=== design 1 ===
File: config.mk
export PLATFORM = sky130hd
export DESIGN_NAME = inv_polarity_arbiter
export DESIGN_NICKNAME = d
export VERILOG_FILES = /design/src/rtl/inv_polarity_arbiter.sv
export SDC_FILE = /design/constraint.sdc
export NUM_CORES = 1
export LEC_CHECK = 0
export CAP_MARGIN = 10
export CORE_MARGIN = 1
export CORE_UTILIZATION = 30
export DETAILED_ROUTE_END_ITERATION = 16
export SLEW_MARGIN = 20
export SYNTH_ARGS = -nofsm -noshare
export SYNTH_HDL_FRONTEND = slang
export SYNTH_SLANG_ARGS = --single-unit
File: constraint.sdc
create_clock -name CK -period 6.5 [get_ports CK]
set_clock_uncertainty 0.05 [all_clocks]
set_input_delay 1.625 -clock CK [delete_from_list [all_inputs] [get_ports CK]]
set_output_delay 1.625 -clock CK [all_outputs]
set_load 0.01 [all_outputs]
File: src/rtl/inv_polarity_arbiter.sv
`default_nettype none
// ============================================================================
// Module      : inv_polarity_arbiter
// Description : Registered WIDTH-lane programmable inverter shared by NREQ
//               configuration requesters. A round-robin arbiter accepts one
//               polarity-mask request at a time. When the accepted mask
//               differs from the applied one, the output word is frozen for
//               SETTLE cycles so downstream logic never sees a word built
//               from a mix of old and new lane polarities.
// Ports       : CK     - rising-edge clock
//               LSR    - synchronous active-high reset
//               REQ    - per-requester request level   [NREQ]
//               MASK   - packed requester masks, requester i on
//                        [i*WIDTH +: WIDTH]; 1 = invert lane
//               GNT    - one-hot single-cycle acknowledge [NREQ]
//               A      - lane data in                   [WIDTH]
//               Z      - registered lane data out       [WIDTH]
//               POL    - currently applied polarity     [WIDTH]
//               BLANK  - Z is being held while settling
//               BUSY   - controller is not idle
// Revision    : 1.0 - initial release
// ============================================================================
module inv_polarity_arbiter #(
    parameter int WIDTH  = 8,
    parameter int NREQ   = 4,
    parameter int SETTLE = 3
) (
    input  logic                    CK,
    input  logic                    LSR,
    input  logic [NREQ-1:0]         REQ,
    input  logic [NREQ*WIDTH-1:0]   MASK,
    output logic [NREQ-1:0]         GNT,
    input  logic [WIDTH-1:0]        A,
    output logic [WIDTH-1:0]        Z,
    output logic [WIDTH-1:0]        POL,
    output logic                    BLANK,
    output logic                    BUSY
);

    localparam int c_ptr_w = $clog2(NREQ);
    localparam int c_sum_w = c_ptr_w + 1;

    localparam logic [c_ptr_w-1:0] c_last_req = c_ptr_w'(NREQ - 1);
    localparam logic [c_sum_w-1:0] c_nreq     = c_sum_w'(NREQ);
    localparam logic [3:0]         c_cnt_init = 4'(SETTLE - 1);

    localparam logic [0:0] c_st_idle = 1'b0;
    localparam logic [0:0] c_st_hold = 1'b1;

    logic [0:0]          r_state;
    logic [0:0]          w_state_nxt;
    logic [c_ptr_w-1:0]  r_ptr;
    logic [3:0]          r_cnt;
    logic [WIDTH-1:0]    r_pol;
    logic [WIDTH-1:0]    r_z;
    logic [NREQ-1:0]     r_gnt;

    logic                w_found;
    logic [c_ptr_w-1:0]  w_win;
    logic [c_sum_w-1:0]  w_sum;
    logic [c_ptr_w-1:0]  w_cand;
    logic [WIDTH-1:0]    w_win_mask;
    logic                w_accept;
    logic                w_change;
    logic                w_z_load;
    logic [c_ptr_w-1:0]  w_ptr_nxt;

    // ------------------------------------------------------------------
    // Round-robin search: first set REQ bit at ptr, ptr+1, ... mod NREQ.
    // ------------------------------------------------------------------
    always_comb begin
        w_found = 1'b0;
        w_win   = '0;
        w_sum   = '0;
        w_cand  = '0;
        for (int k = 0; k < NREQ; k++) begin
            w_sum = {1'b0, r_ptr} + c_sum_w'(k);
            if (w_sum >= c_nreq) begin
                w_sum = w_sum - c_nreq;
            end
            w_cand = w_sum[c_ptr_w-1:0];
            if (!w_found && REQ[w_cand]) begin
                w_found = 1'b1;
                w_win   = w_cand;
            end
        end
    end

    assign w_win_mask = MASK[int'(w_win)*WIDTH +: WIDTH];
    assign w_accept   = (r_state == c_st_idle) && w_found;
    assign w_change   = w_accept && (w_win_mask != r_pol);
    assign w_ptr_nxt  = (w_win == c_last_req) ? '0 : (w_win + 1'b1);

    // The final hold edge (cnt==0) already loads Z with the new polarity, so
    // the last old-polarity word is visible for exactly SETTLE cycles and the
    // first new-polarity word lands on the edge where BLANK drops.
    assign w_z_load   = (r_state == c_st_idle) || (r_cnt == 4'd0);

    // ------------------------------------------------------------------
    // FSM: state register
    // ------------------------------------------------------------------
    always_ff @(posedge CK) begin
        if (LSR) begin
            r_state <= c_st_idle;
        end else begin
            r_state <= w_state_nxt;
        end
    end

    // ------------------------------------------------------------------
    // FSM: next-state logic
    // ------------------------------------------------------------------
    always_comb begin
        w_state_nxt = r_state;
        case (r_state)
            c_st_idle: begin
                if (w_change) begin
                    w_state_nxt = c_st_hold;
                end
            end
            c_st_hold: begin
                if (r_cnt == 4'd0) begin
                    w_state_nxt = c_st_idle;
                end
            end
            default: w_state_nxt = c_st_idle;
        endcase
    end

    // ------------------------------------------------------------------
    // FSM: outputs
    // ------------------------------------------------------------------
    always_comb begin
        BLANK = 1'b0;
        BUSY  = 1'b0;
        if (r_state == c_st_hold) begin
            BLANK = 1'b1;
            BUSY  = 1'b1;
        end
    end

    // ------------------------------------------------------------------
    // Arbiter pointer, grant pulse, polarity, settle counter, datapath
    // ------------------------------------------------------------------
    always_ff @(posedge CK) begin
        if (LSR) begin
            r_ptr <= '0;
            r_gnt <= '0;
            r_pol <= '0;
            r_cnt <= '0;
            r_z   <= '0;
        end else begin
            r_gnt <= '0;
            if (w_accept) begin
                r_gnt[w_win] <= 1'b1;
                r_ptr        <= w_ptr_nxt;
            end

            if (w_change) begin
                r_pol <= w_win_mask;
                r_cnt <= c_cnt_init;
            end else if ((r_state == c_st_hold) && (r_cnt != 4'd0)) begin
                r_cnt <= r_cnt - 4'd1;
            end

            // Uses the polarity applied before this edge; a mask accepted on
            // this same edge only takes effect after blanking.
            if (w_z_load) begin
                r_z <= A ^ r_pol;
            end
        end
    end

    assign GNT = r_gnt;
    assign POL = r_pol;
    assign Z   = r_z;

endmodule
`default_nettype wire

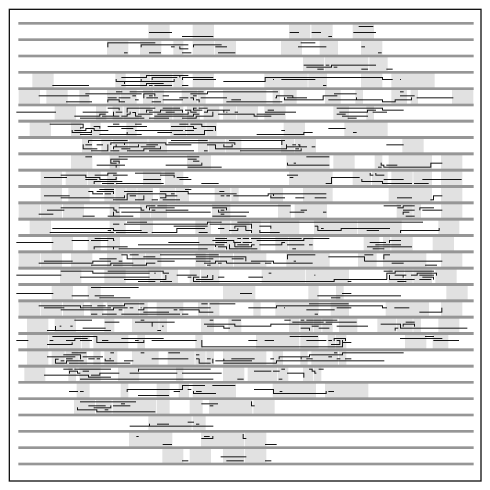
design_1/met1.png
Scale: 6 px per µm. Supply wires on this layer in gray.
longest straight run = 30.8 µm
nets with wire on the layer = 266
share of all routed wire = 50%
wire length on this layer = 2,200 µm

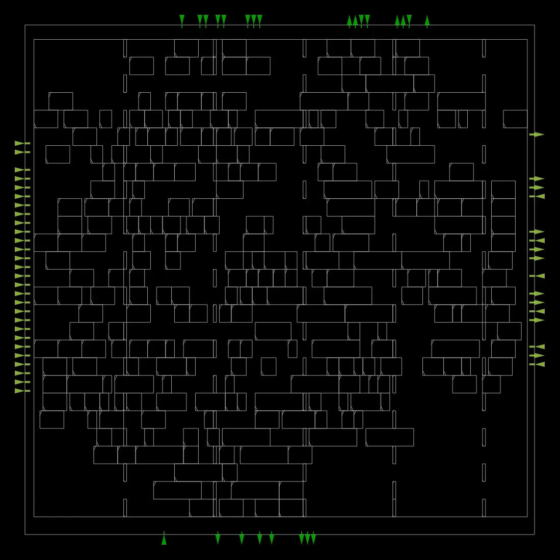
design_1/final_placement.png
final core occ: 45.0%
Finished Layout Cells: 343
number of fill cells: 570

==> results.txt <==
DRT met1 WL: 2.20 mm
number of diodes: 0
WP data arrival: 5.05 ns
run status: finished, final reports clean
layout cells sized above 1: 4.43%
Net count, final: 323
syn nets: 261
registers: 27
Met2 Routed Length: 1.86 mm
min cycle time layout: 4.93 ns
P_int: 367 µW
sequential share of the synthesized area: 30.9%
Slew @ Worst Pin: 0.983 ns
AND-OR/OR-AND Cells, Area Fraction: 18.4%
XOR Share, Synth: 5.50%
comb. cell area: 1120 µm²
Endpoint, Worst Hold: Z[1]$_SDFFE_PP0N_
CTS sink cnt: 27
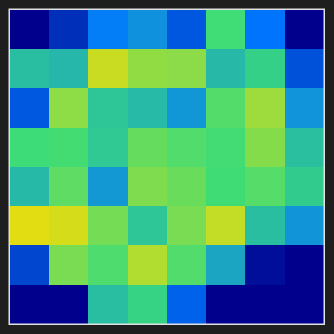
design_1/density.png
Scale: 4 px per µm. The die is cut into 8 by 8 equal tiles; dark blue is low, red is high, 0 to 100% covered.
fullest tile = 71%
nearly empty tiles = 13%
emptiest ninth of the die = lower right
mean over tiles = 39%

[through the flow]
stage | area, µm² | hold slack (ns) | worst slack (ns)
3_5_place_dp | 2460 | 0.442 | 1.25
2_1_floorplan | 1750 | 0.444 | 2.53
4_1_cts | 2510 | 0.455 | 1.56
6_report | 2510 | 0.450 | 1.57
5_1_grt | 2510 | 0.474 | 1.27
3_3_place_gp | 2460 | 0.439 | 1.33
[critical path, delay by kind of cell]
family	cells	cell delay, ns
AND-OR/OR-AND	2	0.69
buffers and inverters	2	0.90
AND/OR/NAND/NOR	4	1.25
multiplexers	2	0.57

=== design 2 ===
`config.mk`:
```
export PLATFORM = sky130hd
export DESIGN_NAME = pipeline_hazard_ctrl
export DESIGN_NICKNAME = d
export VERILOG_FILES = /design/src/rtl/pipeline_hazard_ctrl.sv
export SDC_FILE = /design/constraint.sdc
export NUM_CORES = 1
export LEC_CHECK = 0
export CELL_PAD_IN_SITES_DETAIL_PLACEMENT = 0
export CELL_PAD_IN_SITES_GLOBAL_PLACEMENT = 1
export CORE_UTILIZATION = 44
export CTS_BUF_LIST = sky130_fd_sc_hd__clkbuf_8
export DETAILED_ROUTE_END_ITERATION = 7
export GPL_ROUTABILITY_DRIVEN = 0
export GPL_TIMING_DRIVEN = 0
export PLACE_DENSITY = 0.87
export SLEW_MARGIN = 20
export SYNTH_ARGS = -nofsm -noshare
export SYNTH_HDL_FRONTEND = slang
export SYNTH_SLANG_ARGS = --single-unit
```
`constraint.sdc`:
```
create_clock -name clk -period 4.7 [get_ports clk]
set_input_delay 0.94 -clock clk [delete_from_list [all_inputs] [get_ports clk]]
set_output_delay 0.94 -clock clk [all_outputs]
set_load 0.01 [all_outputs]
```
`src/rtl/pipeline_hazard_ctrl.sv`:
```
// pipeline_hazard_ctrl: maps hazType to per-stage enable/flush/bubble controls,
// runs the cache-stall wait with timeout, and keeps saturating hazard counters.
module pipeline_hazard_ctrl #(
   parameter int CNT_W    = 16,
   parameter int WAIT_W   = 8,
   parameter int MAX_WAIT = 255
) (
   input  logic             clk,
   input  logic             rst,
   input  logic [1:0]       hazType,
   input  logic             cache_ready,
   input  logic             clr_cnt,
   output logic             pc_wen,
   output logic             IF_ID_wen,
   output logic             IF_ID_flush,
   output logic             ID_EX_bubble,
   output logic             EX_MEM_wen,
   output logic             MEM_WB_wen,
   output logic             cache_hold,
   output logic [CNT_W-1:0] stall_cnt,
   output logic [CNT_W-1:0] flush_cnt,
   output logic [CNT_W-1:0] cache_cnt,
   output logic             timeout_err
);
   typedef enum logic {RUN, CACHE_WAIT} state_e;
   state_e            state_q, state_d;
   logic [WAIT_W-1:0] wait_q, wait_d;
   logic [CNT_W-1:0]  stall_q, stall_d, flush_q, flush_d, cache_q, cache_d;
   logic              timeout_q, timeout_d, set_to;
   logic              run, normal, stall, flush, enter;

   // Controls are forced low while rst is high, even before the state settles.
   assign run          = !rst && state_q == RUN;
   assign normal       = run && hazType == 2'd0;
   assign stall        = run && hazType == 2'd1;
   assign flush        = run && hazType == 2'd2;
   assign enter        = run && hazType == 2'd3;
   assign pc_wen       = normal || flush;
   assign IF_ID_wen    = normal || flush;
   assign EX_MEM_wen   = normal || stall || flush;
   assign MEM_WB_wen   = normal || stall || flush;
   assign IF_ID_flush  = flush;
   assign ID_EX_bubble = stall;
   assign cache_hold   = enter || (!rst && state_q == CACHE_WAIT);
   assign stall_cnt    = stall_q;
   assign flush_cnt    = flush_q;
   assign cache_cnt    = cache_q;
   assign timeout_err  = timeout_q;

   always_comb begin
      state_d = state_q;
      wait_d  = wait_q;
      set_to  = 1'b0;
      if (state_q == RUN) begin
         if (hazType == 2'd3) begin
            state_d = CACHE_WAIT;
            wait_d  = '0;
         end
      end else if (cache_ready) begin
         state_d = RUN;
      end else if (wait_q == WAIT_W'(MAX_WAIT - 1)) begin
         state_d = RUN;
         set_to  = 1'b1;
      end else begin
         wait_d = wait_q + 1'b1;
      end
      stall_d   = clr_cnt ? '0 : stall_q + CNT_W'(stall && !(&stall_q));
      flush_d   = clr_cnt ? '0 : flush_q + CNT_W'(flush && !(&flush_q));
      cache_d   = clr_cnt ? '0 : cache_q + CNT_W'(enter && !(&cache_q));
      timeout_d = clr_cnt ? 1'b0 : timeout_q || set_to;
   end

   always_ff @(posedge clk or posedge rst) begin
      if (rst) begin
         state_q   <= RUN;
         wait_q    <= '0;
         stall_q   <= '0;
         flush_q   <= '0;
         cache_q   <= '0;
         timeout_q <= 1'b0;
      end else begin
         state_q   <= state_d;
         wait_q    <= wait_d;
         stall_q   <= stall_d;
         flush_q   <= flush_d;
         cache_q   <= cache_d;
         timeout_q <= timeout_d;
      end
   end
endmodule
```
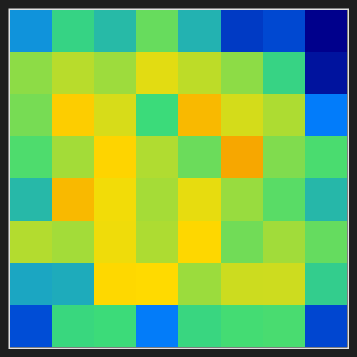
design_2/density.png
Scale: 4 px per µm. The die is cut into 8 by 8 equal tiles; dark blue is low, red is high, 0 to 100% covered.
tiles over 75% full = 13%
mean over tiles = 54%
emptiest ninth of the die = upper right

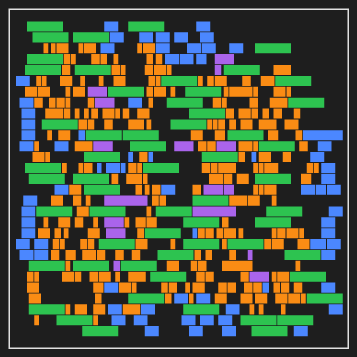
design_2/cell_classes.png
Scale: 4 px per µm.
orange -> all other logic  # cells 234, share of their area 38%
purple -> clock drivers and dummy loads  # cells 16, share of their area 5.7%
green -> flops  # cells 58, share of their area 38%
blue -> other buffers and delay cells  # cells 73, share of their area 18%

==> results.txt <==
maximum buffer depth of the clock tree: 2
Avg WL per Cell: 14.8 µm
drt drc: 3
Clk. pwr: 509 µW
WL final: 6.76 mm
syn nets: 317
run status: finished, violations left
final hold violation count: 0
layout cells sized above 1: 8.14%
max-cap viol count: 0
Worst setup startpoint: rst
largest class: registers
top_reg_cell synth: dfrtp_1
Net count, final: 390
Met3 Wirelength: 361 µm
CTS Buf Count: 9
violated checks: DRC
pin count of the biggest net entering global routing: 45
hpwl dp: 4.73 mm
Slew Limit Fails: 0
Overflow after GRT: 0
endpoints failing setup: 0
met2 Track Usage GR: 30.6%
Worst path most repeated cell: clkdlybuf4s50_1
Top cells excl fill/tap: clkdlybuf4s50_1 (61), dfrtp_1 (58), nor2_1 (45)
NonClk Buf Share: 17.7%
-- Yosys cell counts, types with 2 or more instances --
master,count
nand2_1,17
ha_1,8
buf_4,2
buf_1,2
xor2_1,23
nor4b_1,2
nor4_1,5
o21ai_0,8
nand4_1,17
and3_1,3
nor2_1,45
o31a_1,2
and3_2,2
nand3_1,16
and2_1,2
clkbuf_1,4
and4_1,4
or3_1,7
a21oi_1,11
inv_1,9
nor2b_1,7
mux2_2,2
mux2i_1,4
xnor2_1,15
dfrtp_1,58
buf_2,2
nor3_1,10

=== design 3 ===
design_3/final_placement.png
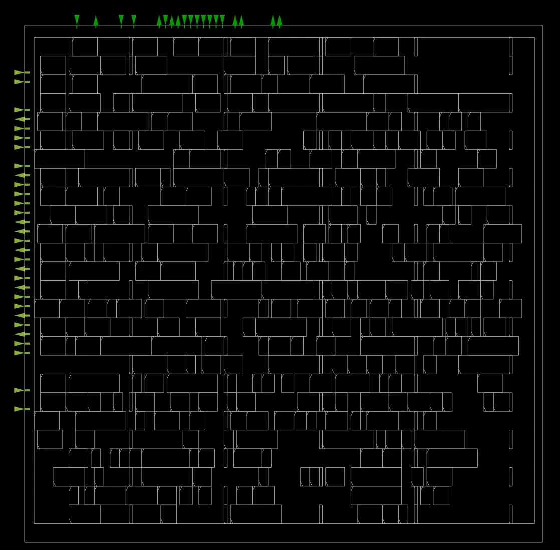
design_3/density.png
Scale: 4 px per µm. The die is cut into 8 by 8 equal tiles; dark blue is low, red is high, 0 to 100% covered.
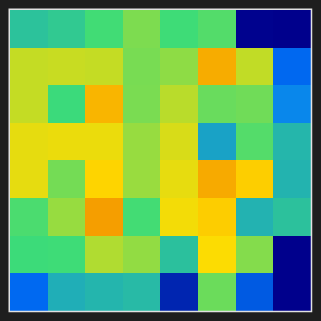
## src/rtl/sound_pkg.sv

```systemverilog
// Shared definitions for the piezo sound arbiter: state encoding, grant bit
// positions, note width and the source priority function.
package sound_pkg;

   localparam int NOTE_W = 13;
   localparam logic [NOTE_W-1:0] SILENCE = 13'd0;

   localparam int G_ALARM = 2;
   localparam int G_CLICK = 1;
   localparam int G_LULL  = 0;

   typedef enum logic [2:0] {
      IDLE      = 3'd0,
      GAP       = 3'd1,
      SRV_ALARM = 3'd2,
      SRV_CLICK = 3'd3,
      SRV_LULL  = 3'd4
   } state_t;

   typedef enum logic [1:0] {
      WIN_NONE,
      WIN_ALARM,
      WIN_CLICK,
      WIN_LULL
   } winner_t;

   // Fixed priority: alarm over click over lullaby.
   function automatic winner_t pick_winner(input logic alarm, input logic pending,
                                           input logic lull);
      if (alarm)        return WIN_ALARM;
      else if (pending) return WIN_CLICK;
      else if (lull)    return WIN_LULL;
      else              return WIN_NONE;
   endfunction

   function automatic state_t serve_state(input winner_t win);
      case (win)
         WIN_ALARM: return SRV_ALARM;
         WIN_CLICK: return SRV_CLICK;
         WIN_LULL:  return SRV_LULL;
         default:   return IDLE;
      endcase
   endfunction

endpackage

```

## src/rtl/sound_down_counter.sv

```systemverilog
// Loadable down-counter with zero flag; shared by gap and click timing,
// which are never active at the same time.
module sound_down_counter #(
   parameter int CNT_W = 22
) (
   input  logic             clock,
   input  logic             reset,
   input  logic             load,
   input  logic             enable,
   input  logic [CNT_W-1:0] load_value,
   output logic             zero
);

   logic [CNT_W-1:0] count;

   // Holds at zero instead of wrapping.
   always_ff @(posedge clock) begin
      if (!reset) begin
         count <= '0;
      end else if (load) begin
         count <= load_value;
      end else if (enable && (count != '0)) begin
         count <= count - 1'b1;
      end
   end

   assign zero = (count == '0);

endmodule

```

## src/rtl/sound_arbiter.sv

```systemverilog
// Shares one piezo driver between alarm, keypad click and lullaby with a
// silence gap on every hand-over; the click tone is generated here.
module sound_arbiter
   import sound_pkg::*;
#(
   parameter int                 GAP_CYCLES = 50000,
   parameter int                 CLICK_LEN  = 2500000,
   parameter logic [NOTE_W-1:0]  CLICK_NOTE = 13'd1,
   parameter int                 CNT_W      = 22
) (
   input  logic              clock,
   input  logic              reset,
   input  logic              alarm_req,
   input  logic [NOTE_W-1:0] alarm_beat,
   input  logic              lull_req,
   input  logic [NOTE_W-1:0] lull_beat,
   input  logic              click,
   input  logic              mute,
   output logic [NOTE_W-1:0] play_sound,
   output logic [2:0]        grant,
   output logic              click_busy
);

   localparam logic [CNT_W-1:0] GAP_LOAD   = CNT_W'(GAP_CYCLES - 1);
   localparam logic [CNT_W-1:0] CLICK_LOAD = CNT_W'(CLICK_LEN - 1);

   state_t           state;
   state_t           nxt;
   winner_t          winner;
   logic             click_pending;
   logic             enter_click;
   logic             cnt_load;
   logic             cnt_en;
   logic [CNT_W-1:0] cnt_value;
   logic             cnt_zero;

   assign winner = pick_winner(alarm_req, click_pending, lull_req);

   always_comb begin
      nxt       = state;
      cnt_load  = 1'b0;
      cnt_en    = 1'b0;
      cnt_value = GAP_LOAD;
      case (state)
         IDLE: nxt = serve_state(winner);
         GAP: begin
            if (cnt_zero) nxt = serve_state(winner);
            else          cnt_en = 1'b1;
         end
         SRV_ALARM: begin
            if (!alarm_req) begin
               nxt      = GAP;
               cnt_load = 1'b1;
            end
         end
         SRV_CLICK: begin
            // A preempted click is dropped, not resumed.
            if (cnt_zero || alarm_req) begin
               nxt      = GAP;
               cnt_load = 1'b1;
            end else begin
               cnt_en = 1'b1;
            end
         end
         SRV_LULL: begin
            if (!lull_req || (winner == WIN_ALARM) || (winner == WIN_CLICK)) begin
               nxt      = GAP;
               cnt_load = 1'b1;
            end
         end
         default: nxt = IDLE;
      endcase
      enter_click = (nxt == SRV_CLICK) && (state != SRV_CLICK);
      if (enter_click) begin
         cnt_load  = 1'b1;
         cnt_value = CLICK_LOAD;
      end
   end

   sound_down_counter #(
      .CNT_W(CNT_W)
   ) u_counter (
      .clock      (clock),
      .reset      (reset),
      .load       (cnt_load),
      .enable     (cnt_en),
      .load_value (cnt_value),
      .zero       (cnt_zero)
   );

   // Outputs follow the state register, so they lag the state by one cycle.
   always_ff @(posedge clock) begin
      if (!reset) begin
         state         <= IDLE;
         click_pending <= 1'b0;
         play_sound    <= SILENCE;
         grant         <= 3'b000;
         click_busy    <= 1'b0;
      end else begin
         state <= nxt;
         if (enter_click)
            click_pending <= 1'b0;
         else if (click && (state != SRV_CLICK))
            click_pending <= 1'b1;

         click_busy <= click_pending || (state == SRV_CLICK);
         grant      <= 3'b000;
         play_sound <= SILENCE;
         case (state)
            SRV_ALARM: begin
               grant      <= 3'(1 << G_ALARM);
               play_sound <= alarm_beat;
            end
            SRV_CLICK: begin
               grant      <= 3'(1 << G_CLICK);
               play_sound <= mute ? SILENCE : CLICK_NOTE;
            end
            SRV_LULL: begin
               grant      <= 3'(1 << G_LULL);
               play_sound <= mute ? SILENCE : lull_beat;
            end
            default: ;
         endcase
      end
   end

endmodule

```

## config.mk

```make
export PLATFORM = sky130hd
export DESIGN_NAME = sound_arbiter
export DESIGN_NICKNAME = d
export VERILOG_FILES = /design/src/rtl/sound_pkg.sv /design/src/rtl/sound_down_counter.sv /design/src/rtl/sound_arbiter.sv
export SDC_FILE = /design/constraint.sdc
export NUM_CORES = 1
export LEC_CHECK = 0
export ABC_AREA = 0
export CAP_MARGIN = 20
export CORE_UTILIZATION = 45
export DETAILED_ROUTE_END_ITERATION = 16
export PLACE_DENSITY_LB_ADDON = 0.08
export SLEW_MARGIN = 10
export SYNTH_ARGS = -nofsm -noshare
export SYNTH_HDL_FRONTEND = slang
export SYNTH_HIERARCHICAL = 1
export SYNTH_SLANG_ARGS = --single-unit
```

## constraint.sdc

```tcl
create_clock -name clock -period 3.5 [get_ports clock]
set_clock_uncertainty 0.15 [all_clocks]
set_input_delay 0.525 -clock clock [delete_from_list [all_inputs] [get_ports clock]]
set_output_delay 0.525 -clock clock [all_outputs]
set_load 0.05 [all_outputs]
```

==> results.txt <==
run status: finished, final reports clean
AND-OR/OR-AND Cells, Area Fraction: 24.8%
worst min path class: reg -> reg
critical path class: reg -> reg
clock power share: 14.9%
Sw Share: 41.4%
Main logic family: AND-OR/OR-AND gates
area delta synth->final: 27.2%
endpoints failing setup: 0
crit path to: u_counter/count[21]$_SDFFE_PN0P_
fa+ha+maj area frac: 2.59%
kind of cell adding the most delay to the critical path: simple AND/OR/NAND/NOR gates
postcts setup bufs: 0
Dominant cell area share: 35.7%
Clock transition at path regs: 0.08 ns
power per cell area: 661 nW/µm²
combinational power: 998 µW
DRT iter0 DRCs: 103
max-cap viol count: 0
Notes on design_3/final_placement.png above:
Tap Count: 70
final core occ: 59.7%
Core Region: 5140 µm²

Notes on design_3/density.png above:
fullest tile = 82%
mean over tiles = 53%
tiles over 75% full = 11%
nearly empty tiles = 6.2%

## routing by layer
layer | track usage [%] | wire [µm]
met5 | 0 | 0
met4 | 7.20 | 62
met3 | 5.89 | 291
met2 | 34.4 | 2420
met1 | 25.0 | 2490
## layout make-up
cell class	instances	area, µm²
Multi-Input combinational cell	205	1440
Tap cell	70	87.6
Inverter	12	45.0
Clock inverter	1	5.00
Fill cell	519	2070
Timing Repair Buffer	58	556
Sequential cell	43	861
Clock buffer	7	76.3
## sequential cells by signal, summed over array words and instances, names as in the netlist
name and flops:
click_busy 1, click_pending 1, grant 3, play_sound 13, state 3, u_counter/count 22

=== design 4 ===
design_4/port_nets.png
Scale: 3 px per µm.
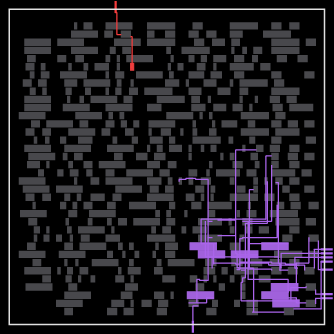
design_4/density.png
Scale: 4 px per µm. The die is cut into 10 by 10 equal tiles; dark blue is low, red is high, 0 to 100% covered.
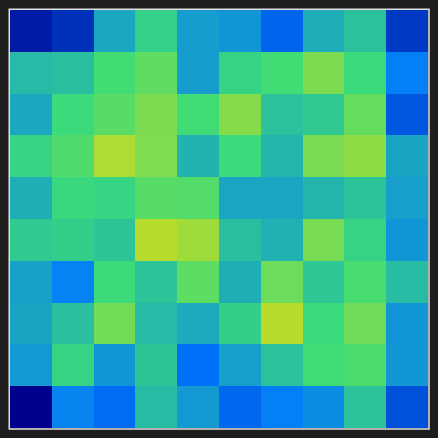
design_4/final_placement.png
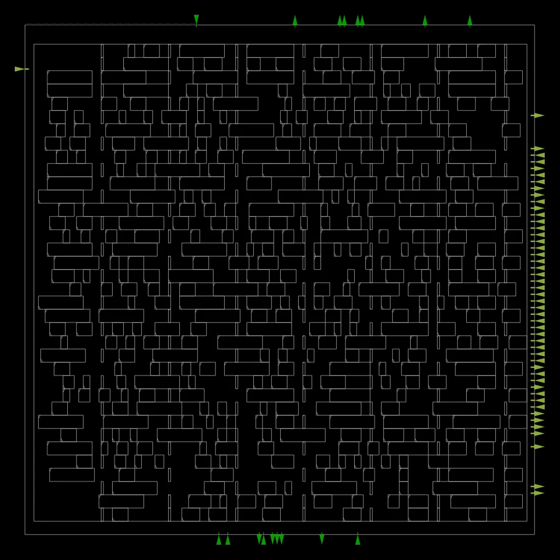
<file path="src/rtl/seven_segment_display_mux.sv">
// Multiplexed N-digit hex seven-segment display engine.
// Owns cursor, decimal points, blink and leading-zero blanking.
module seven_segment_display_mux #(
    parameter int NUM_DIGITS      = 8,
    parameter int SCAN_DIVISIONS  = 18,
    parameter int BLINK_DIVISIONS = 24,
    parameter int CW              = $clog2(NUM_DIGITS)
) (
    input  logic                    clock,
    input  logic                    reset,
    input  logic [4*NUM_DIGITS-1:0] data,
    input  logic                    leftPulse,
    input  logic                    rightPulse,
    input  logic                    togglePulse,
    input  logic                    blinkEnable,
    input  logic                    suppressZeros,
    output logic [7:0]              segmentEnableN,
    output logic [NUM_DIGITS-1:0]   digitEnableN,
    output logic [CW-1:0]           cursor,
    output logic [NUM_DIGITS-1:0]   pointEnable
);

    localparam logic [CW-1:0] LAST = CW'(NUM_DIGITS - 1);

    logic [SCAN_DIVISIONS-1:0]  prescaler;
    logic [CW-1:0]              scanIndex;
    logic [BLINK_DIVISIONS-1:0] blinkCount;
    logic [3:0]                 nibble;
    logic [7:0]                 pattern;
    logic [NUM_DIGITS-1:0]      leading;
    logic [NUM_DIGITS-1:0]      select;
    logic                       run;

    // Free-running prescaler and blink counter; digit slot advance.
    always_ff @(posedge clock or posedge reset) begin
        if (reset) begin
            prescaler  <= '0;
            blinkCount <= '0;
            scanIndex  <= '0;
        end else begin
            prescaler  <= prescaler + 1'b1;
            blinkCount <= blinkCount + 1'b1;
            if (&prescaler) begin
                if (scanIndex == LAST)
                    scanIndex <= '0;
                else
                    scanIndex <= scanIndex + 1'b1;
            end
        end
    end

    // Cursor movement and point toggle (toggle uses pre-move cursor).
    always_ff @(posedge clock or posedge reset) begin
        if (reset) begin
            cursor      <= '0;
            pointEnable <= '0;
        end else begin
            if (leftPulse && !rightPulse) begin
                if (cursor == LAST)
                    cursor <= '0;
                else
                    cursor <= cursor + 1'b1;
            end else if (rightPulse && !leftPulse) begin
                if (cursor == '0)
                    cursor <= LAST;
                else
                    cursor <= cursor - 1'b1;
            end
            if (togglePulse)
                pointEnable[cursor] <= ~pointEnable[cursor];
        end
    end

    // Leading-zero run: digit i and everything above is blank-able.
    always_comb begin
        run     = 1'b1;
        leading = '0;
        for (int i = NUM_DIGITS - 1; i >= 0; i--) begin
            run = run & (data[4*i +: 4] == 4'h0) & ~pointEnable[i];
            leading[i] = run;
        end
    end

    // Decode the scanned nibble, then apply blink and blanking.
    always_comb begin
        nibble = data[{scanIndex, 2'b00} +: 4];
        case (nibble)
            4'h0:    pattern = 8'hC0;
            4'h1:    pattern = 8'hF9;
            4'h2:    pattern = 8'hA4;
            4'h3:    pattern = 8'hB0;
            4'h4:    pattern = 8'h99;
            4'h5:    pattern = 8'h92;
            4'h6:    pattern = 8'h82;
            4'h7:    pattern = 8'hF8;
            4'h8:    pattern = 8'h80;
            4'h9:    pattern = 8'h90;
            4'hA:    pattern = 8'h88;
            4'hB:    pattern = 8'h83;
            4'hC:    pattern = 8'hC6;
            4'hD:    pattern = 8'hA1;
            4'hE:    pattern = 8'h86;
            default: pattern = 8'h8E;
        endcase
        pattern[7] = ~pointEnable[scanIndex];
        if (blinkEnable && blinkCount[BLINK_DIVISIONS-1] &&
            scanIndex == cursor)
            pattern[6:0] = 7'h7F;
        if (suppressZeros && scanIndex != '0 && leading[scanIndex])
            pattern = 8'hFF;
    end

    // One-hot select for the scanned digit.
    always_comb begin
        select            = '0;
        select[scanIndex] = 1'b1;
    end

    // Segments and digit select registered together to avoid ghosting.
    always_ff @(posedge clock or posedge reset) begin
        if (reset) begin
            segmentEnableN <= 8'hFF;
            digitEnableN   <= '1;
        end else begin
            segmentEnableN <= pattern;
            digitEnableN   <= ~select;
        end
    end

endmodule
</file>
<file path="config.mk">
export PLATFORM = sky130hd
export DESIGN_NAME = seven_segment_display_mux
export DESIGN_NICKNAME = d
export VERILOG_FILES = /design/src/rtl/seven_segment_display_mux.sv
export SDC_FILE = /design/constraint.sdc
export NUM_CORES = 1
export LEC_CHECK = 0
export ABC_CLOCK_PERIOD_IN_PS = 6350
export CELL_PAD_IN_SITES_DETAIL_PLACEMENT = 2
export CELL_PAD_IN_SITES_GLOBAL_PLACEMENT = 2
export CORE_MARGIN = 1.5
export CORE_UTILIZATION = 37
export DETAILED_ROUTE_END_ITERATION = 8
export GPL_ROUTABILITY_DRIVEN = 0
export PLACE_DENSITY_LB_ADDON = 0.05
export SYNTH_ARGS = -nofsm -noshare
export SYNTH_HDL_FRONTEND = slang
export SYNTH_SLANG_ARGS = --single-unit
</file>
<file path="constraint.sdc">
create_clock -name clock -period 6.35 [get_ports clock]
set_input_delay 0.635 -clock clock [delete_from_list [all_inputs] [get_ports clock]]
set_output_delay 0.635 -clock clock [all_outputs]
set_load 0.01 [all_outputs]
</file>
==> results.txt <==
CTS Buf Count: 9
main area contributors: dfrtp_1 (37%), dfstp_2 (11%), xnor2_1 (6.7%)
YS chip area: 3820 µm²
Syn Area/Cell: 11.3 µm²
Crit path depth: 8
post-synth top area cell: dfrtp_1
Worst setup startpoint: scanIndex[1]$_DFFE_PP0P_
die area: 10,900 µm²
ys async rst share: 100%
run status: finished, final reports clean
vias in the first global route: 3,052
Post-synth top cells: dfrtp_1 (56), nand2_1 (29), xnor2_1 (29), nand3_1 (23), nor2_1 (21)
GRT Total Usage: 19.6%
die y size: 105 µm
worst min path class: reg -> reg
RSZ-0062 raised after global routing: false
worst r2r path cells: 8
## Picture notes: design_4/port_nets.png
purple -> `pointEnable`  # bits 8, direction output, edge 7 right, 1 bottom, end cells 8, buffers 8, wire 708 µm
red -> `reset`  # bits 1, direction input, edge top, end cells 1, buffers 1, wire 20.9 µm

## Picture notes: design_4/density.png
fullest tile = 66%
nearly empty tiles = 1.0%
mean over tiles = 42%

## Picture notes: design_4/final_placement.png
final core occ: 48.0%
Finished Layout Cells: 542
number of fill cells: 1,032

-- layer usage --
layer,track usage [%],routed length (µm)
met5,0,0
met4,4.40,81
met2,31.3,4920
met1,27.5,4830
met3,3.93,448
-- area by class of cell --
type                            instances  area, µm²
Clock buffer                            9        124
Clock inverter                          7       46.3
Fill cell                            1032       5150
Inverter                               13       48.8
Multi-Input combinational cell        242       1890
Sequential cell                        72       1820
Tap cell                              133        166
Timing Repair Buffer                   66        658
-- power breakdown --
group	internal [µW]	switching, µW	leakage [µW]
Sequential	506	82.2	0.000896
Clock	142	183	0.0000931
Combinational	194	148	0.000995
Total	841	414	0.00198

=== design 5 ===
--- config.mk ---
export PLATFORM = sky130hd
export DESIGN_NAME = lif_neuron_array
export DESIGN_NICKNAME = d
export VERILOG_FILES = /design/src/rtl/lif_pkg.sv /design/src/rtl/lif_update_core.sv /design/src/rtl/lif_neuron_array.sv
export SDC_FILE = /design/constraint.sdc
export NUM_CORES = 1
export LEC_CHECK = 0
export CORE_MARGIN = 2
export CORE_UTILIZATION = 56
export DETAILED_ROUTE_END_ITERATION = 8
export HOLD_SLACK_MARGIN = 0.03
export PLACE_DENSITY = 0.9
export SETUP_SLACK_MARGIN = 0.15
export SLEW_MARGIN = 20
export SYNTH_ARGS = -nofsm -noshare
export SYNTH_HDL_FRONTEND = slang
export SYNTH_SLANG_ARGS = --single-unit
--- constraint.sdc ---
create_clock -name clock -period 6.55 [get_ports clock]
set_clock_uncertainty 0.2 [all_clocks]
set_input_delay 1.6375 -clock clock [delete_from_list [all_inputs] [get_ports clock]]
set_output_delay 1.6375 -clock clock [all_outputs]
set_load 0.1 [all_outputs]
--- src/rtl/lif_pkg.sv ---
// Shared types, default parameters and the saturating adder for the LIF neuron array.
// Refractory behaviour is selected elsewhere with the LIF_REFRACTORY_EN macro.
package lif_pkg;

    typedef enum logic [1:0] {
        IDLE = 2'd0,
        RUN  = 2'd1,
        DONE = 2'd2
    } lif_state_e;

    localparam int LIF_N_CH_DEF         = 4;
    localparam int LIF_W_DEF            = 8;
    localparam int LIF_LEAK_SHIFT_DEF   = 3;
    localparam int LIF_REFRAC_STEPS_DEF = 2;

    // Unsigned add clamped to 2^w-1; the 33-bit sum keeps the carry visible for w up to 32.
    function automatic logic [31:0] sat_add(input logic [31:0] a, input logic [31:0] b, input int w);
        logic [32:0] sum_full;
        logic [32:0] max_val;
        max_val  = (33'd1 << w) - 33'd1;
        sum_full = {1'b0, a} + {1'b0, b};
        return (sum_full > max_val) ? max_val[31:0] : sum_full[31:0];
    endfunction

endpackage

--- src/rtl/lif_update_core.sv ---
// Combinational single-channel leaky integrate-and-fire update, shared across channels.
// Refractory ports and logic exist only when LIF_REFRACTORY_EN is defined.
import lif_pkg::*;

module lif_update_core #(
    parameter int W            = LIF_W_DEF,
    parameter int LEAK_SHIFT   = LIF_LEAK_SHIFT_DEF
`ifdef LIF_REFRACTORY_EN
    ,
    parameter int REFRAC_STEPS = LIF_REFRAC_STEPS_DEF,
    parameter int RW           = 2
`endif
) (
    input  logic [W-1:0]  v,
    input  logic [W-1:0]  cur,
    input  logic [W-1:0]  thr,
`ifdef LIF_REFRACTORY_EN
    input  logic [RW-1:0] refr,
    output logic [RW-1:0] refr_next,
`endif
    output logic [W-1:0]  v_next,
    output logic          fire
);

    logic [W-1:0] leaked;
    logic [W-1:0] sum;

    // v - (v >> LEAK_SHIFT) never underflows, so only the add needs clamping.
    assign leaked = v - (v >> LEAK_SHIFT);
    assign sum    = W'(sat_add(32'(leaked), 32'(cur), W));

    always_comb begin
        v_next = sum;
        fire   = 1'b0;
`ifdef LIF_REFRACTORY_EN
        refr_next = '0;
`endif
        if (sum >= thr) begin
            fire   = 1'b1;
            v_next = '0;
        end
`ifdef LIF_REFRACTORY_EN
        if (refr != '0) begin
            v_next    = '0;
            fire      = 1'b0;
            refr_next = refr - RW'(1);
        end else if (fire) begin
            refr_next = RW'(REFRAC_STEPS);
        end
`endif
    end

endmodule

--- src/rtl/lif_neuron_array.sv ---
// Array of N_CH leaky integrate-and-fire neurons updated one per cycle by a shared datapath.
// Define LIF_REFRACTORY_EN to hold each channel for REFRAC_STEPS sweeps after it fires.
//
// state | meaning
// IDLE  | waiting for step; step snapshots inputs and clears spike
// RUN   | updating channel idx, one per cycle
// DONE  | done pulse; step ignored here
import lif_pkg::*;

module lif_neuron_array #(
    parameter int N_CH         = LIF_N_CH_DEF,
    parameter int W            = LIF_W_DEF,
    parameter int LEAK_SHIFT   = LIF_LEAK_SHIFT_DEF,
    parameter int REFRAC_STEPS = LIF_REFRAC_STEPS_DEF
) (
    input  logic                     clock,
    input  logic                     reset,
    input  logic                     step,
    input  logic [N_CH*W-1:0]        current_in,
    input  logic [W-1:0]             threshold,
    input  logic [$clog2(N_CH)-1:0]  sel,
    output logic                     busy,
    output logic                     done,
    output logic [N_CH-1:0]          spike,
    output logic [W-1:0]             state_out
);

    localparam int IW = $clog2(N_CH);

    lif_state_e   state;
    lif_state_e   state_nxt;
    logic         accept;
    logic         upd_en;

    logic [IW-1:0] idx;
    logic [W-1:0]  cur_snap [N_CH];
    logic [W-1:0]  thr_snap;
    logic [W-1:0]  mem      [N_CH];
    logic [W-1:0]  v_next;
    logic          fire;

`ifdef LIF_REFRACTORY_EN
    localparam int RW = $clog2(REFRAC_STEPS + 1);
    logic [RW-1:0] refr_q [N_CH];
    logic [RW-1:0] refr_next;
`endif

    always_ff @(posedge clock) begin
        if (reset) begin
            state <= IDLE;
        end else begin
            state <= state_nxt;
        end
    end

    always_comb begin
        state_nxt = state;
        accept    = 1'b0;
        upd_en    = 1'b0;
        busy      = 1'b0;
        done      = 1'b0;
        case (state)
            IDLE: begin
                if (step) begin
                    accept    = 1'b1;
                    state_nxt = RUN;
                end
            end
            RUN: begin
                busy   = 1'b1;
                upd_en = 1'b1;
                if (idx == IW'(N_CH - 1)) begin
                    state_nxt = DONE;
                end
            end
            DONE: begin
                done      = 1'b1;
                state_nxt = IDLE;
            end
            default: state_nxt = IDLE;
        endcase
    end

    lif_update_core #(
        .W            (W),
        .LEAK_SHIFT   (LEAK_SHIFT)
`ifdef LIF_REFRACTORY_EN
        ,
        .REFRAC_STEPS (REFRAC_STEPS),
        .RW           (RW)
`endif
    ) u_core (
        .v         (mem[idx]),
        .cur       (cur_snap[idx]),
        .thr       (thr_snap),
`ifdef LIF_REFRACTORY_EN
        .refr      (refr_q[idx]),
        .refr_next (refr_next),
`endif
        .v_next    (v_next),
        .fire      (fire)
    );

    always_ff @(posedge clock) begin
        if (reset) begin
            idx       <= '0;
            thr_snap  <= '0;
            spike     <= '0;
            state_out <= '0;
            for (int k = 0; k < N_CH; k++) begin
                cur_snap[k] <= '0;
                mem[k]      <= '0;
`ifdef LIF_REFRACTORY_EN
                refr_q[k]   <= '0;
`endif
            end
        end else begin
            state_out <= mem[sel];
            if (accept) begin
                idx      <= '0;
                thr_snap <= threshold;
                spike    <= '0;
                for (int k = 0; k < N_CH; k++) begin
                    cur_snap[k] <= current_in[k*W +: W];
                end
            end
            if (upd_en) begin
                mem[idx]    <= v_next;
                spike[idx]  <= fire;
`ifdef LIF_REFRACTORY_EN
                refr_q[idx] <= refr_next;
`endif
                idx         <= idx + IW'(1);
            end
        end
    end

endmodule
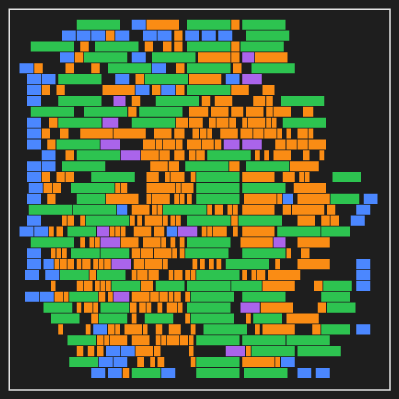
design_5/cell_classes.png
Scale: 4 px per µm.
orange -> all other logic  # cells 278, share of their area 39%
blue -> other buffers and delay cells  # cells 62, share of their area 11%
purple -> clock drivers and dummy loads  # cells 16, share of their area 3.6%
green -> flops  # cells 90, share of their area 46%

==> results.txt <==
Worst path most repeated cell: a21o_1
worst r2r path cells: 21
run status: finished, final reports clean
routed vias/inst: 5.78
Net count, final: 513
Setup crit start kind: register
RSZ-0062 raised after global routing: false
First-pass DRT Iterations: 5
Dominant cell area share: 41.6%
CTS Root Cell: clkbuf_8
hold path cells: 2
initial antenna violation count: 0
Crit path depth: 21
registers: 90
ys async rst share: 0%
worst min path class: reg -> reg
Core Region: 8090 µm²
Routed Antenna Nets: 0
Fmax: 168 MHz
final hold violation count: 0
fa+ha+maj area frac: 7.64%
critical path class: reg -> reg
Post-synth top cells: edfxtp_1 (64), nor2_1 (48), and2_1 (34), dfxtp_1 (26), inv_1 (26)
met1 Resource Use GR: 28.9%
GR Layer Usage met3: 3.91%
CP Cell Sequence: mux4_2 -> inv_1 -> ha_1 -> inv_1 -> fa_1 -> a21o_1 -> a21o_1 -> a211oi_1 -> xnor2_1 -> ha_1 -> a21o_1 -> a21oi_1 -> o21ai_2 -> and4bb_2 -> inv_1 -> ha_1 -> a21o_1 -> a221oi_1 -> o21a_1 -> nand4_1 -> nor2_1
hpwl dp: 7.06 mm
Main logic family: simple AND/OR/NAND/NOR gates
power per cell area: 392 nW/µm²
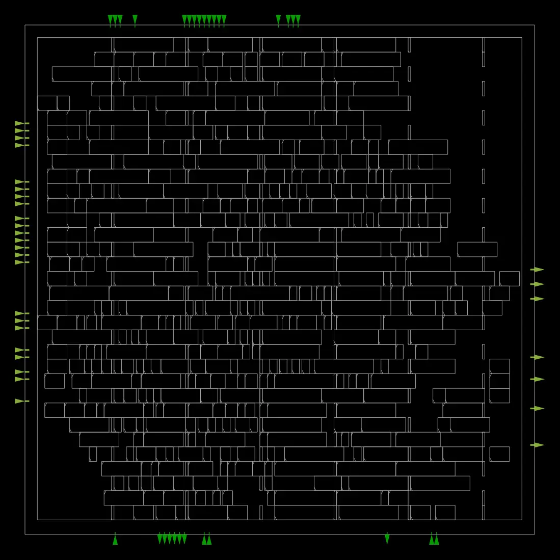
design_5/final_placement.png
number of fill cells: 591
Tap Count: 105
# rows: 33
Finished Layout Cells: 551

[power breakdown]
group          total (µW)  switching, µW  internal [µW]
Sequential            707           30.6            676
Combinational        1070            659            411
Clock                 375            225            150
[per-stage QoR]
| step | utilization, % | cells | total power, µW | worst slack (ns) |
|---|---|---|---|---|
| 2_1_floorplan | - | 383 | 1470 | 1.25 |
| 4_1_cts | 67.8 | 551 | 2130 | 0.466 |
| 3_5_place_dp | 65.5 | 535 | 1740 | 0.544 |
| 3_3_place_gp | 65.5 | 535 | 1690 | 0.847 |
| 6_report | 67.9 | 551 | 2150 | 0.582 |
| 5_1_grt | 67.9 | 551 | 2270 | 0.350 |

=== design 6 ===
--- src/rtl/keypad_pkg.sv ---
// Shared types and key map for the 4x4 matrix keypad scanner.
package keypad_pkg;

    typedef enum logic [1:0] {IDLE, PRESS_DB, HELD, REL_DB} state_t;
    typedef enum logic [1:0] {NONE, KEY, MULTI} scan_kind_t;

    localparam logic [3:0] KEY_IDLE = 4'h0;

    // Indexed by {row, col}; entry 0 is the rightmost element.
    localparam logic [15:0][3:0] KEY_MAP = {
        4'hD, 4'hF, 4'h0, 4'hE,
        4'hC, 4'h9, 4'h8, 4'h7,
        4'hB, 4'h6, 4'h5, 4'h4,
        4'hA, 4'h3, 4'h2, 4'h1
    };

    function automatic logic [3:0] key_lookup(input logic [1:0] r, input logic [1:0] c);
        return KEY_MAP[{r, c}];
    endfunction

endpackage

--- src/rtl/keypad_scan_core.sv ---
// Row synchroniser, column drive and per-scan accumulation; one scan_done strobe per 4*SCAN_DIV clks.
// Latency: 2-flop row sync, result registered on the cycle after the column-3 sample.
// Backpressure: none, free-running scan; consumer must take scan_done when it fires.
module keypad_scan_core
    import keypad_pkg::*;
#(
    parameter int SCAN_DIV = 50000
) (
    input  logic       clk,
    input  logic       rst,
    input  logic [3:0] i_row,
    output logic [3:0] o_col,
    output logic       o_scan_done,
    output scan_kind_t o_scan_kind,
    output logic [3:0] o_scan_code
);

    localparam int DIV_W = (SCAN_DIV > 1) ? $clog2(SCAN_DIV) : 1;
    localparam logic [DIV_W-1:0] DIV_LAST = DIV_W'(SCAN_DIV - 1);

    logic [3:0]       r_row_s1;
    logic [3:0]       r_row_s2;
    logic [DIV_W-1:0] r_div;
    logic [1:0]       r_col_idx;
    logic [3:0]       r_col;
    logic [1:0]       r_acc_cnt;
    logic [3:0]       r_acc_code;
    logic [1:0]       w_cnt;
    logic [3:0]       w_code;
    logic             w_tick;

    assign w_tick = (r_div == DIV_LAST);
    assign o_col  = r_col;

    // Fold the current column's low rows into the running scan totals; count saturates at 2.
    always_comb begin
        w_cnt  = r_acc_cnt;
        w_code = r_acc_code;
        for (int r = 0; r < 4; r++) begin
            if (!r_row_s2[r]) begin
                w_cnt  = (w_cnt == 2'd2) ? 2'd2 : w_cnt + 2'd1;
                w_code = key_lookup(2'(r), r_col_idx);
            end
        end
    end

    always_ff @(posedge clk) begin
        if (rst) begin
            r_row_s1    <= 4'hF;
            r_row_s2    <= 4'hF;
            r_div       <= '0;
            r_col_idx   <= 2'd0;
            r_col       <= 4'b1110;
            r_acc_cnt   <= 2'd0;
            r_acc_code  <= KEY_IDLE;
            o_scan_done <= 1'b0;
            o_scan_kind <= NONE;
            o_scan_code <= KEY_IDLE;
        end else begin
            r_row_s1    <= i_row;
            r_row_s2    <= r_row_s1;
            o_scan_done <= 1'b0;
            if (w_tick) begin
                r_div     <= '0;
                r_col_idx <= r_col_idx + 2'd1;
                r_col     <= ~(4'b0001 << (r_col_idx + 2'd1));
                if (r_col_idx == 2'd3) begin
                    o_scan_done <= 1'b1;
                    o_scan_kind <= (w_cnt == 2'd0) ? NONE : ((w_cnt == 2'd1) ? KEY : MULTI);
                    o_scan_code <= w_code;
                    r_acc_cnt   <= 2'd0;
                    r_acc_code  <= KEY_IDLE;
                end else begin
                    r_acc_cnt   <= w_cnt;
                    r_acc_code  <= w_code;
                end
            end else begin
                r_div <= r_div + DIV_W'(1);
            end
        end
    end

endmodule

--- src/rtl/keypad_scanner.sv ---
// 4x4 keypad scanner with scan-level debounce and multi-key rejection; KEYPAD_REPEAT_EN adds auto-repeat pulses.
// Latency: outputs update one clk after the DEBOUNCE_SCANS-th qualifying scan completes.
// Backpressure: none; decode/key_valid are levels, key_pulse is a single-cycle strobe.
module keypad_scanner
    import keypad_pkg::*;
#(
    parameter int SCAN_DIV       = 50000,
    parameter int DEBOUNCE_SCANS = 4,
    parameter int REPEAT_SCANS   = 100
) (
    input  logic       clk,
    input  logic       rst,
    input  logic [3:0] row,
    output logic [3:0] col,
    output logic [3:0] decode,
    output logic       key_valid,
    output logic       key_pulse
);

    localparam int CNT_MAX = (DEBOUNCE_SCANS > REPEAT_SCANS) ? DEBOUNCE_SCANS : REPEAT_SCANS;
    localparam int CNT_W   = $clog2(CNT_MAX + 1);
    localparam logic [CNT_W-1:0] DB_LAST = CNT_W'(DEBOUNCE_SCANS - 1);

    logic             w_scan_done;
    scan_kind_t       w_kind;
    logic [3:0]       w_code;
    logic             w_rep_fire;

    state_t           r_state;
    logic [3:0]       r_cand;
    logic [CNT_W-1:0] r_cnt;
    logic [3:0]       r_decode;
    logic             r_valid;
    logic             r_pulse;

    keypad_scan_core #(.SCAN_DIV(SCAN_DIV)) u_scan (
        .clk         (clk),
        .rst         (rst),
        .i_row       (row),
        .o_col       (col),
        .o_scan_done (w_scan_done),
        .o_scan_kind (w_kind),
        .o_scan_code (w_code)
    );

`ifdef KEYPAD_REPEAT_EN
    localparam logic [CNT_W-1:0] REP_LAST = CNT_W'(REPEAT_SCANS - 1);
    logic [CNT_W-1:0] r_rep;

    // Held outside HELD, so it is already clear on the cycle HELD is entered.
    always_ff @(posedge clk) begin
        if (rst || r_state != HELD) begin
            r_rep <= '0;
        end else if (w_scan_done && w_kind != NONE) begin
            r_rep <= (r_rep == REP_LAST) ? '0 : r_rep + CNT_W'(1);
        end
    end

    assign w_rep_fire = (r_state == HELD) && w_scan_done && (w_kind != NONE) && (r_rep == REP_LAST);
`else
    assign w_rep_fire = 1'b0;
`endif

    always_ff @(posedge clk) begin
        if (rst) begin
            r_state  <= IDLE;
            r_cand   <= KEY_IDLE;
            r_cnt    <= '0;
            r_decode <= KEY_IDLE;
            r_valid  <= 1'b0;
            r_pulse  <= 1'b0;
        end else begin
            r_pulse <= 1'b0;
            if (w_scan_done) begin
                case (r_state)
                    IDLE: begin
                        if (w_kind == KEY) begin
                            r_state <= PRESS_DB;
                            r_cand  <= w_code;
                            r_cnt   <= CNT_W'(1);
                        end
                    end
                    PRESS_DB: begin
                        if (w_kind == KEY && w_code == r_cand) begin
                            if (r_cnt == DB_LAST) begin
                                r_state  <= HELD;
                                r_cnt    <= CNT_W'(DEBOUNCE_SCANS);
                                r_decode <= r_cand;
                                r_valid  <= 1'b1;
                                r_pulse  <= 1'b1;
                            end else begin
                                r_cnt <= r_cnt + CNT_W'(1);
                            end
                        end else if (w_kind == KEY) begin
                            r_cand <= w_code;
                            r_cnt  <= CNT_W'(1);
                        end else begin
                            r_state <= IDLE;
                            r_cnt   <= '0;
                        end
                    end
                    HELD: begin
                        // A second key or a chord never replaces the held code.
                        if (w_kind == NONE) begin
                            r_state <= REL_DB;
                            r_cnt   <= CNT_W'(1);
                        end else begin
                            r_pulse <= w_rep_fire;
                        end
                    end
                    REL_DB: begin
                        if (w_kind == NONE) begin
                            if (r_cnt == DB_LAST) begin
                                r_state  <= IDLE;
                                r_cnt    <= '0;
                                r_decode <= KEY_IDLE;
                                r_valid  <= 1'b0;
                            end else begin
                                r_cnt <= r_cnt + CNT_W'(1);
                            end
                        end else begin
                            r_state <= HELD;
                        end
                    end
                    default: r_state <= IDLE;
                endcase
            end
        end
    end

    assign decode    = r_decode;
    assign key_valid = r_valid;
    assign key_pulse = r_pulse;

endmodule
--- config.mk ---
export PLATFORM = sky130hd
export DESIGN_NAME = keypad_scanner
export DESIGN_NICKNAME = d
export VERILOG_FILES = /design/src/rtl/keypad_pkg.sv /design/src/rtl/keypad_scan_core.sv /design/src/rtl/keypad_scanner.sv
export SDC_FILE = /design/constraint.sdc
export NUM_CORES = 1
export LEC_CHECK = 0
export ABC_AREA = 1
export ABC_CLOCK_PERIOD_IN_PS = 2700
export CAP_MARGIN = 20
export CELL_PAD_IN_SITES_DETAIL_PLACEMENT = 1
export CELL_PAD_IN_SITES_GLOBAL_PLACEMENT = 2
export CORE_MARGIN = 1
export CORE_UTILIZATION = 35
export CTS_CLUSTER_DIAMETER = 150
export DETAILED_ROUTE_END_ITERATION = 16
export HOLD_SLACK_MARGIN = 0.1
export PLACE_DENSITY_LB_ADDON = 0.15
export SLEW_MARGIN = 20
export SYNTH_ARGS = -nofsm -noshare
export SYNTH_HDL_FRONTEND = slang
export SYNTH_SLANG_ARGS = --single-unit
--- constraint.sdc ---
create_clock -name clk -period 2.7 [get_ports clk]
set_clock_uncertainty 0.1 [all_clocks]
set_input_delay 0.405 -clock clk [delete_from_list [all_inputs] [get_ports clk]]
set_output_delay 0.405 -clock clk [all_outputs]
set_load 0.005 [all_outputs]
==> results.txt <==
DRT met1 WL: 3.62 mm
first-pass GRT wire length: 12.4 mm
CP Data Required Time: 2.89 ns
pin count of the biggest net entering global routing: 19
endpoints failing setup: 0
mux share: 0%
run status: finished, final reports clean
Commonest Layout Cell: nand2_1
DIE WIDTH: 96.2 µm
syn nets: 444
Met2 Routed Length: 3.34 mm
post-synth top area cell: dfxtp_1
worst min path class: reg -> reg
Endpoint, Worst Hold: u_scan.r_row_s2[1]$_SDFF_PP1_
WL final: 7.18 mm
dpl cells: 545
fp util: 36.0%
Reg-to-Reg End: u_scan.o_scan_kind[0]$_SDFFE_PP0P_
==> final cells by class <==
type                            count  area (µm²)
Clock inverter                      6        63.8
Clock buffer                        9         124
Fill cell                        1095        5080
Timing Repair Buffer               17         165
Sequential cell                    62        1240
Inverter                           54         206
Tap cell                          108         135
Multi-Input combinational cell    304        1620
==> power groups by stage <==
stage	logic (µW)	registers (µW)	clock network (µW)
6_report	77.0	932	805
5_1_grt	90.0	933	870
3_5_place_dp	78.6	953	0
3_3_place_gp	77.5	953	0
2_1_floorplan	58.3	948	0
4_1_cts	79.3	932	836
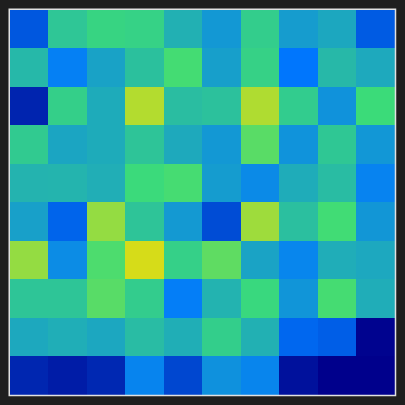
design_6/density.png
Scale: 4 px per µm. The die is cut into 10 by 10 equal tiles; dark blue is low, red is high, 0 to 100% covered.
fullest tile = 70%
emptiest ninth of the die = lower right
mean over tiles = 37%
nearly empty tiles = 3.0%

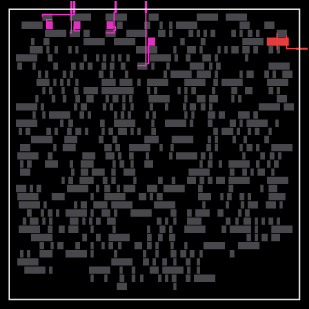
design_6/port_nets.png
Scale: 3 px per µm.
red -> `key_valid`  # bits 1, direction output, edge right, end cells 1, buffers 1, wire 17.0 µm
magenta -> `row`  # bits 4, direction input, edge top, end cells 4, buffers 4, wire 70.9 µm



==> screenshots <==
Signal wires on met1.
image #1
Scale: 6 px per µm. Supply wires on this layer in gray.
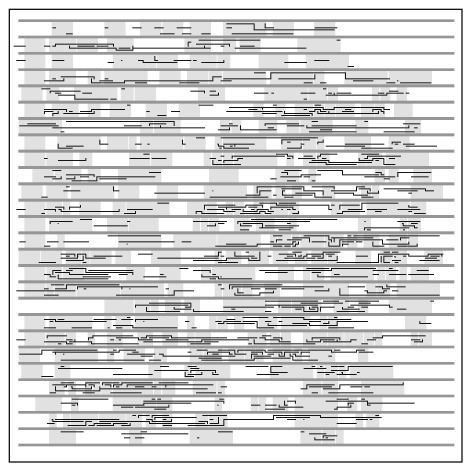
image #2
Scale: 4 px per µm. Supply wires on this layer in gray.
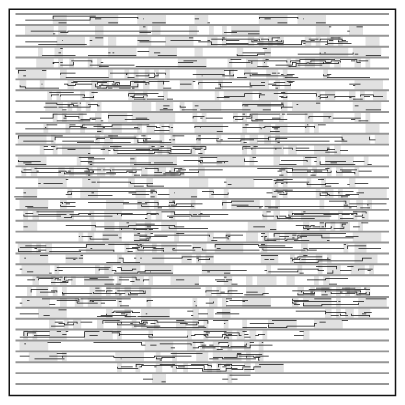
image #3
Scale: 4 px per µm. Supply wires on this layer in gray.
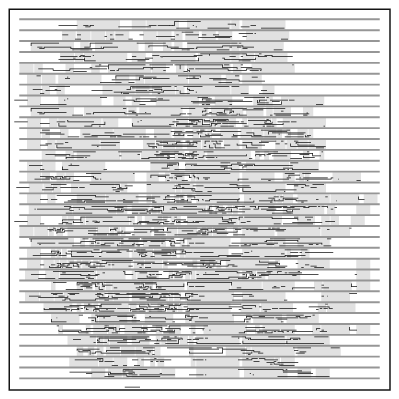
image #4
Scale: 6 px per µm. Supply wires on this layer in gray.
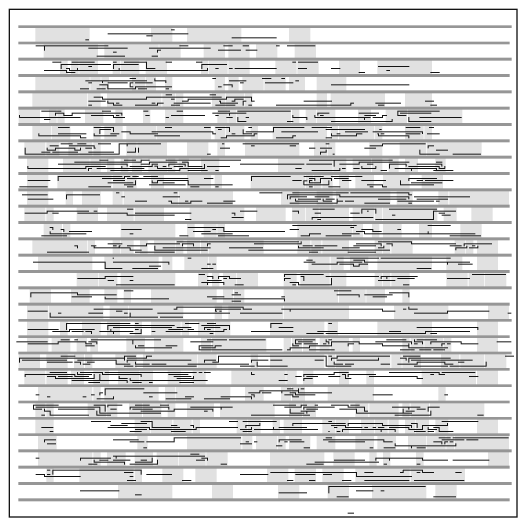
image #5
Scale: 4 px per µm. Supply wires on this layer in gray.
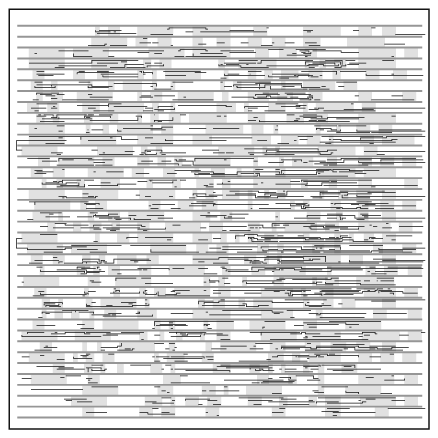
| picture | from |
|---|---|
| image #4 | design 2 |
| image #1 | design 3 |
| image #5 | design 4 |
| image #3 | design 5 |
| image #2 | design 6 |
Of these, smallest die: image #1
Of these, largest die: image #5

Key to image #4:
wire length on this layer = 3,170 µm
longest straight run = 23.5 µm

Power figures rest on the tool's default switching activity, not on a simulated workload.
